=== sram_bist_march_ctrl ===
File: src/rtl/sram_bist_pkg.sv
// Shared definitions for the SRAM March C- BIST controller: operation
// codes, the six-element March C- table and the controller state encoding.
// No ports; imported by sram_bist_addr_gen and sram_bist_march_ctrl.
package sram_bist_pkg;

  // W0 = write D0, R0W1 = read D0 then write D1, R1W0 = read D1 then write D0,
  // R0 = read D0. D0 is all zeros, D1 is all ones.
  typedef enum logic [1:0] {
    W0   = 2'd0,
    R0W1 = 2'd1,
    R1W0 = 2'd2,
    R0   = 2'd3
  } march_op_e;

  typedef struct packed {
    march_op_e op;
    logic      down;  // 1: addresses run NumWords-1 down to 0
  } march_elem_t;

  typedef enum logic [1:0] {
    ST_IDLE  = 2'd0,
    ST_RUN   = 2'd1,
    ST_DRAIN = 2'd2,
    ST_DONE  = 2'd3
  } bist_state_e;

  localparam int unsigned NumElems = 6;
  localparam logic [2:0]  LastElem = 3'd5;

  // March C- table, entry 0 in the least significant slot.
  localparam march_elem_t [NumElems-1:0] MarchTable = {
    {R0,   1'b0},   // e5
    {R1W0, 1'b1},   // e4
    {R0W1, 1'b1},   // e3
    {R1W0, 1'b0},   // e2
    {R0W1, 1'b0},   // e1
    {W0,   1'b0}    // e0
  };

  // Two accesses per address for the read-then-write elements.
  function automatic logic op_is_pair(input march_op_e op);
    return (op == R0W1) || (op == R1W0);
  endfunction

  // Background expected on the read access of an element.
  function automatic logic op_read_one(input march_op_e op);
    return (op == R1W0);
  endfunction

  // Background written by the write access of an element.
  function automatic logic op_write_one(input march_op_e op);
    return (op == R0W1);
  endfunction

endpackage

File: src/rtl/sram_bist_addr_gen.sv
// Up/down word address counter for the March engine; reloads the element start address.
// Latency: addr_o is registered, last_o is combinational from the current address.
// Backpressure: none; advances only when step_i or load_i is asserted.
//
// Ports: clk_i/rst_ni clock and async active-low reset; load_i with load_down_i
// reloads 0 (up) or NumWords-1 (down); step_i advances one word in direction
// down_i; addr_o current address; last_o high on the final address of the element.
module sram_bist_addr_gen
  import sram_bist_pkg::*;
#(
  parameter int unsigned NumWords  = 64,
  parameter int unsigned AddrWidth = $clog2(NumWords)
) (
  input  logic                 clk_i,
  input  logic                 rst_ni,
  input  logic                 load_i,
  input  logic                 load_down_i,
  input  logic                 step_i,
  input  logic                 down_i,
  output logic [AddrWidth-1:0] addr_o,
  output logic                 last_o
);

  localparam logic [AddrWidth-1:0] MaxAddr = AddrWidth'(NumWords - 1);

  logic [AddrWidth-1:0] addr_q, addr_d;

  // Load wins over step: at an element boundary the controller reloads
  // instead of stepping, so the counter never leaves 0..NumWords-1 even
  // when NumWords is not a power of two.
  always_comb begin
    addr_d = addr_q;
    if (load_i) begin
      addr_d = load_down_i ? MaxAddr : '0;
    end else if (step_i) begin
      addr_d = down_i ? (addr_q - 1'b1) : (addr_q + 1'b1);
    end
  end

  always_ff @(posedge clk_i or negedge rst_ni) begin
    if (!rst_ni) begin
      addr_q <= '0;
    end else begin
      addr_q <= addr_d;
    end
  end

  assign addr_o = addr_q;
  assign last_o = down_i ? (addr_q == '0) : (addr_q == MaxAddr);

endmodule

File: src/rtl/sram_bist_march_ctrl.sv
// March C- BIST initiator for one SRAM macro BIST port, with pass/fail and first-fail capture.
// Latency: 10*NumWords+2 edges from the start edge to done_o; read data compared one cycle after ren.
// Backpressure: none; one memory operation per cycle, start_i ignored while busy.
//
// Ports: clk_i/rst_ni clock and async active-low reset (reset aborts a test);
// start_i start pulse (IDLE/DONE only); busy_o, done_o, pass_o, fail_addr_o,
// fail_elem_o status/result; bist_* drive the macro A_BIST_* pins;
// bist_dout_i is the macro A_DOUT.
module sram_bist_march_ctrl
  import sram_bist_pkg::*;
#(
  parameter int unsigned NumWords  = 64,
  parameter int unsigned DataWidth = 64,
  parameter int unsigned AddrWidth = $clog2(NumWords)
) (
  input  logic                 clk_i,
  input  logic                 rst_ni,
  input  logic                 start_i,
  output logic                 busy_o,
  output logic                 done_o,
  output logic                 pass_o,
  output logic [AddrWidth-1:0] fail_addr_o,
  output logic [2:0]           fail_elem_o,
  output logic                 bist_en_o,
  output logic                 bist_men_o,
  output logic                 bist_wen_o,
  output logic                 bist_ren_o,
  output logic [AddrWidth-1:0] bist_addr_o,
  output logic [DataWidth-1:0] bist_din_o,
  output logic [DataWidth-1:0] bist_bm_o,
  input  logic [DataWidth-1:0] bist_dout_i
);

  bist_state_e          state_q, state_d;
  logic [2:0]           elem_q, elem_d;
  logic                 phase_q, phase_d;     // 0: first access at this address
  logic                 rd_vld_q, rd_vld_d;   // a read was issued last cycle
  logic                 rd_one_q, rd_one_d;   // its expected background
  logic [AddrWidth-1:0] rd_addr_q, rd_addr_d;
  logic [2:0]           rd_elem_q, rd_elem_d;
  logic                 done_q, done_d;
  logic                 pass_q, pass_d;
  logic [AddrWidth-1:0] fail_addr_q, fail_addr_d;
  logic [2:0]           fail_elem_q, fail_elem_d;

  march_op_e            cur_op;
  logic                 cur_down;
  logic [2:0]           nxt_idx;
  logic                 run, pair, is_read, is_write;
  logic                 addr_done, elem_end, last_op, start_ok, mismatch;
  logic [AddrWidth-1:0] ag_addr;
  logic                 ag_last, ag_load, ag_load_down, ag_step;

  always_comb begin
    cur_op    = MarchTable[elem_q].op;
    cur_down  = MarchTable[elem_q].down;
    // Clamped so the table lookup stays in range on the final element.
    nxt_idx   = (elem_q == LastElem) ? elem_q : (elem_q + 3'd1);
    run       = (state_q == ST_RUN);
    pair      = op_is_pair(cur_op);
    is_read   = (cur_op != W0) && !phase_q;
    is_write  = !is_read;
    addr_done = !pair || phase_q;
    elem_end  = addr_done && ag_last;
    last_op   = elem_end && (elem_q == LastElem);
    start_ok  = start_i && ((state_q == ST_IDLE) || (state_q == ST_DONE));
    mismatch  = rd_vld_q && (bist_dout_i != {DataWidth{rd_one_q}});
  end

  assign ag_load      = start_ok || (run && elem_end && !last_op);
  assign ag_load_down = start_ok ? MarchTable[0].down : MarchTable[nxt_idx].down;
  assign ag_step      = run && addr_done && !elem_end;

  sram_bist_addr_gen #(
    .NumWords  (NumWords),
    .AddrWidth (AddrWidth)
  ) u_addr_gen (
    .clk_i       (clk_i),
    .rst_ni      (rst_ni),
    .load_i      (ag_load),
    .load_down_i (ag_load_down),
    .step_i      (ag_step),
    .down_i      (cur_down),
    .addr_o      (ag_addr),
    .last_o      (ag_last)
  );

  always_comb begin
    state_d     = state_q;
    elem_d      = elem_q;
    phase_d     = phase_q;
    done_d      = done_q;
    pass_d      = pass_q;
    fail_addr_d = fail_addr_q;
    fail_elem_d = fail_elem_q;
    // The compare stage only arms when the FSM stays in RUN or goes to
    // DRAIN, so a stale read can never be compared after a restart.
    rd_vld_d    = run && is_read && !mismatch;
    rd_one_d    = op_read_one(cur_op);
    rd_addr_d   = ag_addr;
    rd_elem_d   = elem_q;

    unique case (state_q)
      ST_IDLE, ST_DONE: begin
        if (start_i) begin
          state_d     = ST_RUN;
          elem_d      = '0;
          phase_d     = 1'b0;
          done_d      = 1'b0;
          pass_d      = 1'b0;
          fail_addr_d = '0;
          fail_elem_d = '0;
        end
      end
      ST_RUN: begin
        if (mismatch) begin
          state_d     = ST_DONE;
          done_d      = 1'b1;
          pass_d      = 1'b0;
          fail_addr_d = rd_addr_q;
          fail_elem_d = rd_elem_q;
        end else if (last_op) begin
          state_d = ST_DRAIN;
        end else begin
          phase_d = pair && !phase_q;
          if (elem_end) begin
            elem_d = nxt_idx;
          end
        end
      end
      ST_DRAIN: begin
        state_d = ST_DONE;
        done_d  = 1'b1;
        if (mismatch) begin
          pass_d      = 1'b0;
          fail_addr_d = rd_addr_q;
          fail_elem_d = rd_elem_q;
        end else begin
          pass_d = 1'b1;
        end
      end
      default: state_d = ST_IDLE;
    endcase
  end

  always_ff @(posedge clk_i or negedge rst_ni) begin
    if (!rst_ni) begin
      state_q     <= ST_IDLE;
      elem_q      <= '0;
      phase_q     <= 1'b0;
      rd_vld_q    <= 1'b0;
      rd_one_q    <= 1'b0;
      rd_addr_q   <= '0;
      rd_elem_q   <= '0;
      done_q      <= 1'b0;
      pass_q      <= 1'b0;
      fail_addr_q <= '0;
      fail_elem_q <= '0;
    end else begin
      state_q     <= state_d;
      elem_q      <= elem_d;
      phase_q     <= phase_d;
      rd_vld_q    <= rd_vld_d;
      rd_one_q    <= rd_one_d;
      rd_addr_q   <= rd_addr_d;
      rd_elem_q   <= rd_elem_d;
      done_q      <= done_d;
      pass_q      <= pass_d;
      fail_addr_q <= fail_addr_d;
      fail_elem_q <= fail_elem_d;
    end
  end

  // Macro pins decode straight from registered state, so the async reset
  // hands the macro back to its functional port without waiting for a clock.
  assign busy_o      = (state_q == ST_RUN) || (state_q == ST_DRAIN);
  assign bist_en_o   = busy_o;
  assign bist_men_o  = run;
  assign bist_wen_o  = run && is_write;
  assign bist_ren_o  = run && is_read;
  assign bist_addr_o = run ? ag_addr : '0;
  assign bist_din_o  = (run && is_write) ? {DataWidth{op_write_one(cur_op)}} : '0;
  assign bist_bm_o   = run ? {DataWidth{1'b1}} : '0;

  assign done_o      = done_q;
  assign pass_o      = pass_q;
  assign fail_addr_o = fail_addr_q;
  assign fail_elem_o = fail_elem_q;

endmodule
File: config.mk
export PLATFORM = sky130hd
export DESIGN_NAME = sram_bist_march_ctrl
export DESIGN_NICKNAME = d
export VERILOG_FILES = /design/src/rtl/sram_bist_pkg.sv /design/src/rtl/sram_bist_addr_gen.sv /design/src/rtl/sram_bist_march_ctrl.sv
export SDC_FILE = /design/constraint.sdc
export NUM_CORES = 1
export LEC_CHECK = 0
export ABC_AREA = 1
export CORE_MARGIN = 4
export CORE_UTILIZATION = 34
export CTS_CLUSTER_SIZE = 28
export DETAILED_ROUTE_END_ITERATION = 16
export GPL_TIMING_DRIVEN = 0
export HOLD_SLACK_MARGIN = 0.12
export PLACE_DENSITY_LB_ADDON = 0.2
export SYNTH_ARGS = -nofsm -noshare
export SYNTH_HDL_FRONTEND = slang
export SYNTH_SLANG_ARGS = --single-unit
File: constraint.sdc
create_clock -name clk_i -period 6.2 [get_ports clk_i]
set_input_delay 0.62 -clock clk_i [delete_from_list [all_inputs] [get_ports clk_i]]
set_output_delay 0.62 -clock clk_i [all_outputs]
set_load 0.01 [all_outputs]
=== mcycle_wb_merge_flat ===
`config.mk`:
```
export PLATFORM = sky130hd
export DESIGN_NAME = mcycle_wb_merge_flat
export DESIGN_NICKNAME = d
export VERILOG_FILES = /design/src/rtl/mcycle_wb_merge_if.sv /design/src/rtl/mcycle_wb_merge.sv /design/src/flat_wrapper.sv
export SDC_FILE = /design/constraint.sdc
export NUM_CORES = 1
export LEC_CHECK = 0
export CAP_MARGIN = 20
export CORE_MARGIN = 1
export CORE_UTILIZATION = 55
export CTS_CLUSTER_SIZE = 40
export DETAILED_ROUTE_END_ITERATION = 8
export PLACE_DENSITY = 0.89
export SLEW_MARGIN = 10
export SYNTH_ARGS = -nofsm -noshare
export SYNTH_HDL_FRONTEND = slang
export SYNTH_SLANG_ARGS = --single-unit
```
`constraint.sdc`:
```
create_clock -name CLK -period 8.5 [get_ports CLK]
set_input_delay 1.275 -clock CLK [delete_from_list [all_inputs] [get_ports CLK]]
set_output_delay 1.275 -clock CLK [all_outputs]
set_load 0.01 [all_outputs]
```
`src/rtl/mcycle_wb_merge_if.sv`:
```
// Bus bundle between the multi-cycle unit, the main writeback
// stage and the register-file write port of the merge stage.
interface mcycle_wb_merge_if #(
  parameter int width = 32,
  parameter int DEPTH = 4
);
  localparam int CW = $clog2(DEPTH) + 1;

  logic             MPushIn;
  logic [width-1:0] MResult;
  logic [3:0]       MWA3;
  logic             PipeRegWrite;
  logic [3:0]       PipeWA3;
  logic [width-1:0] PipeWD3;
  logic             RegWrite;
  logic [3:0]       WA3;
  logic [width-1:0] WD3;
  logic             WriteSrc;
  logic [CW-1:0]    Count;
  logic             Empty;
  logic             Full;
  logic [15:0]      PendingMask;
  logic             Overflow;

  modport master (
    output MPushIn, MResult, MWA3,
    output PipeRegWrite, PipeWA3, PipeWD3,
    input  RegWrite, WA3, WD3, WriteSrc,
    input  Count, Empty, Full,
    input  PendingMask, Overflow
  );

  modport slave (
    input  MPushIn, MResult, MWA3,
    input  PipeRegWrite, PipeWA3, PipeWD3,
    output RegWrite, WA3, WD3, WriteSrc,
    output Count, Empty, Full,
    output PendingMask, Overflow
  );
endinterface

```
`src/rtl/mcycle_wb_merge.sv`:
```
// Queues multi-cycle results and merges them into the single
// register-file write port whenever the main pipeline is idle.
module mcycle_wb_merge #(
  parameter int width = 32,
  parameter int DEPTH = 4
) (
  input logic CLK,
  input logic Reset,
  mcycle_wb_merge_if.slave bus
);
  localparam int AW = $clog2(DEPTH);
  localparam int CW = AW + 1;
  localparam logic [AW:0] ONE = 1;

  logic [AW:0]      rp, wp;
  logic [AW-1:0]    ri, wi;
  logic [CW-1:0]    count;
  logic             full, empty;
  logic             pop, push, drop;
  logic             push_live;
  logic [DEPTH-1:0] live;
  logic [3:0]       wa3_q  [DEPTH];
  logic [width-1:0] data_q [DEPTH];
  logic [15:0]      mask;

  // Pointers carry an extra wrap bit so full and empty differ.
  assign ri    = rp[AW-1:0];
  assign wi    = wp[AW-1:0];
  assign count = wp - rp;
  assign empty = (count == '0);
  assign full  = (count == CW'(DEPTH));

  assign pop  = !bus.PipeRegWrite && !empty;
  assign push = bus.MPushIn && (!full || pop);
  assign drop = bus.MPushIn && full && !pop;

  // A same-cycle pipeline write to the same register is younger.
  assign push_live = !(bus.PipeRegWrite &&
                       (bus.MWA3 == bus.PipeWA3));

  assign bus.Count       = count;
  assign bus.Empty       = empty;
  assign bus.Full        = full;
  assign bus.PendingMask = mask;

  always_comb begin
    mask = '0;
    for (int i = 0; i < DEPTH; i++) begin
      if (live[i]) mask[wa3_q[i]] = 1'b1;
    end
  end

  // Later assignments win: kill, then pop clear, then push.
  always_ff @(posedge CLK or posedge Reset) begin
    if (Reset) begin
      rp   <= '0;
      wp   <= '0;
      live <= '0;
      for (int i = 0; i < DEPTH; i++) begin
        wa3_q[i]  <= '0;
        data_q[i] <= '0;
      end
    end else begin
      for (int i = 0; i < DEPTH; i++) begin
        if (bus.PipeRegWrite &&
            (wa3_q[i] == bus.PipeWA3))
          live[i] <= 1'b0;
      end
      if (pop) begin
        live[ri] <= 1'b0;
        rp       <= rp + ONE;
      end
      if (push) begin
        live[wi]   <= push_live;
        wa3_q[wi]  <= bus.MWA3;
        data_q[wi] <= bus.MResult;
        wp         <= wp + ONE;
      end
    end
  end

  always_ff @(posedge CLK or posedge Reset) begin
    if (Reset) begin
      bus.RegWrite <= 1'b0;
      bus.WA3      <= '0;
      bus.WD3      <= '0;
      bus.WriteSrc <= 1'b0;
      bus.Overflow <= 1'b0;
    end else begin
      if (drop) bus.Overflow <= 1'b1;
      if (bus.PipeRegWrite) begin
        bus.RegWrite <= 1'b1;
        bus.WA3      <= bus.PipeWA3;
        bus.WD3      <= bus.PipeWD3;
        bus.WriteSrc <= 1'b0;
      end else if (pop) begin
        bus.RegWrite <= live[ri];
        bus.WriteSrc <= live[ri];
        if (live[ri]) begin
          bus.WA3 <= wa3_q[ri];
          bus.WD3 <= data_q[ri];
        end
      end else begin
        bus.RegWrite <= 1'b0;
        bus.WriteSrc <= 1'b0;
      end
    end
  end
endmodule

```
`src/flat_wrapper.sv`:
```
// flat-port wrapper written by rule: the top's interface ports become plain ports
module mcycle_wb_merge_flat 
#(
  parameter int width = 32,
  parameter int DEPTH = 4
)
  (CLK, Reset, bus_MPushIn, bus_MResult, bus_MWA3, bus_PipeRegWrite, bus_PipeWA3, bus_PipeWD3, bus_RegWrite, bus_WA3, bus_WD3, bus_WriteSrc, bus_Count, bus_Empty, bus_Full, bus_PendingMask, bus_Overflow);
  mcycle_wb_merge_if #(.width(width), .DEPTH(DEPTH)) bus_i ();
  input logic CLK;
  input logic Reset;
  input wire logic [$bits(bus_i.MPushIn)-1:0] bus_MPushIn;
  input wire logic [$bits(bus_i.MResult)-1:0] bus_MResult;
  input wire logic [$bits(bus_i.MWA3)-1:0] bus_MWA3;
  input wire logic [$bits(bus_i.PipeRegWrite)-1:0] bus_PipeRegWrite;
  input wire logic [$bits(bus_i.PipeWA3)-1:0] bus_PipeWA3;
  input wire logic [$bits(bus_i.PipeWD3)-1:0] bus_PipeWD3;
  output wire logic [$bits(bus_i.RegWrite)-1:0] bus_RegWrite;
  output wire logic [$bits(bus_i.WA3)-1:0] bus_WA3;
  output wire logic [$bits(bus_i.WD3)-1:0] bus_WD3;
  output wire logic [$bits(bus_i.WriteSrc)-1:0] bus_WriteSrc;
  output wire logic [$bits(bus_i.Count)-1:0] bus_Count;
  output wire logic [$bits(bus_i.Empty)-1:0] bus_Empty;
  output wire logic [$bits(bus_i.Full)-1:0] bus_Full;
  output wire logic [$bits(bus_i.PendingMask)-1:0] bus_PendingMask;
  output wire logic [$bits(bus_i.Overflow)-1:0] bus_Overflow;
  assign bus_i.MPushIn = bus_MPushIn;
  assign bus_i.MResult = bus_MResult;
  assign bus_i.MWA3 = bus_MWA3;
  assign bus_i.PipeRegWrite = bus_PipeRegWrite;
  assign bus_i.PipeWA3 = bus_PipeWA3;
  assign bus_i.PipeWD3 = bus_PipeWD3;
  assign bus_RegWrite = bus_i.RegWrite;
  assign bus_WA3 = bus_i.WA3;
  assign bus_WD3 = bus_i.WD3;
  assign bus_WriteSrc = bus_i.WriteSrc;
  assign bus_Count = bus_i.Count;
  assign bus_Empty = bus_i.Empty;
  assign bus_Full = bus_i.Full;
  assign bus_PendingMask = bus_i.PendingMask;
  assign bus_Overflow = bus_i.Overflow;
  mcycle_wb_merge #(.width(width), .DEPTH(DEPTH)) u_core (.CLK(CLK), .Reset(Reset), .bus(bus_i));
endmodule
```
mcycle_wb_merge_flat/clock_nets.png
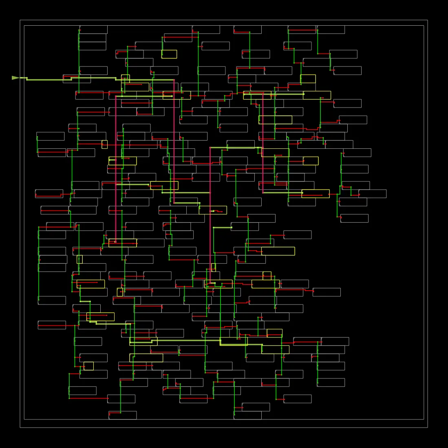
Clk. pwr: 827 uW
clk_skew: 0.00609 ns
clock buf count: 22
Clock Latency Late Sink: 0.43 ns
num sequential: 193

==> qor.txt, mcycle_wb_merge_flat <==
largest net degree at the start of global routing: 104
CP Class: reg -> out
Crit. path cell count: 7
Post-synth EDFFs: 0
Layout Area Growth over Synthesis: 20.9%
Setup WS post-layout: 4.42 ns
Yosys cell types: 46
Die ar.: 18300 um2
Max Transition Viols Final: 0
setup TNS: 0 ns
Internal: 3.32 mW
fin crit share: 48.0%
CP Launch Type: register
grt met2 use: 41.5%
status: finished, final reports clean
Detail Route Antenna Nets: 0
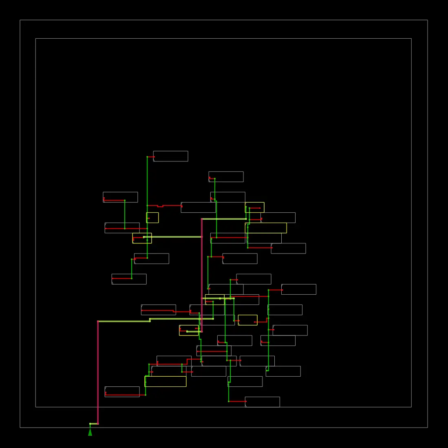
sram_bist_march_ctrl/clock_nets.png
clk_skew: 0.00579 ns
clock buf count: 5
Clock Latency Late Sink: 0.29 ns
num sequential: 34
clock sink count: 34

==> qor.txt, sram_bist_march_ctrl <==
status: finished, final reports clean
CP max stage delay: 0.76 ns
grt met2 use: 32.8%
vias per cell: 4.21
Flop+latch power: 317 uW
HPWL after DPL: 9060 um
Layout non-clock buf frac: 53.7%
Setup Buffers After CTS: 0
count leader, synth: buf_4
Seq cells post-synth: 34
Yosys cell types: 36
fin crit share: 66.4%
simple share: 31.7%
OpenROAD warning count: 31
Die X: 108 um
R2R cell count: 14
DR pass1 iterations: 5


==> notes/layouts.md <==
Pictures saved along the way, in no particular order.

Metal layers overlaid.
Only two layers are drawn.
shot_01.png
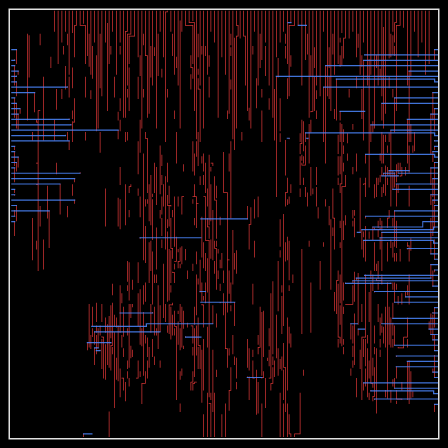
shot_02.png
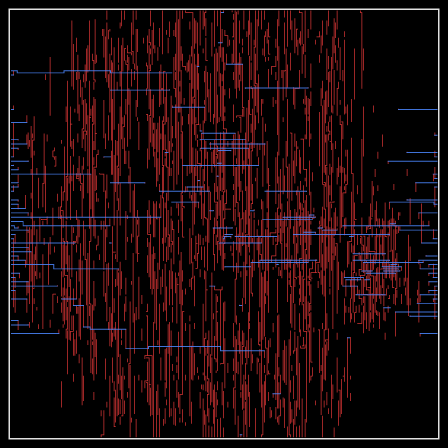
Of these, most wire: shot_02.png
shot_02.png: mcycle_wb_merge_flat
shot_01.png: sram_bist_march_ctrl

Power is estimated from default activity; no workload was simulated.
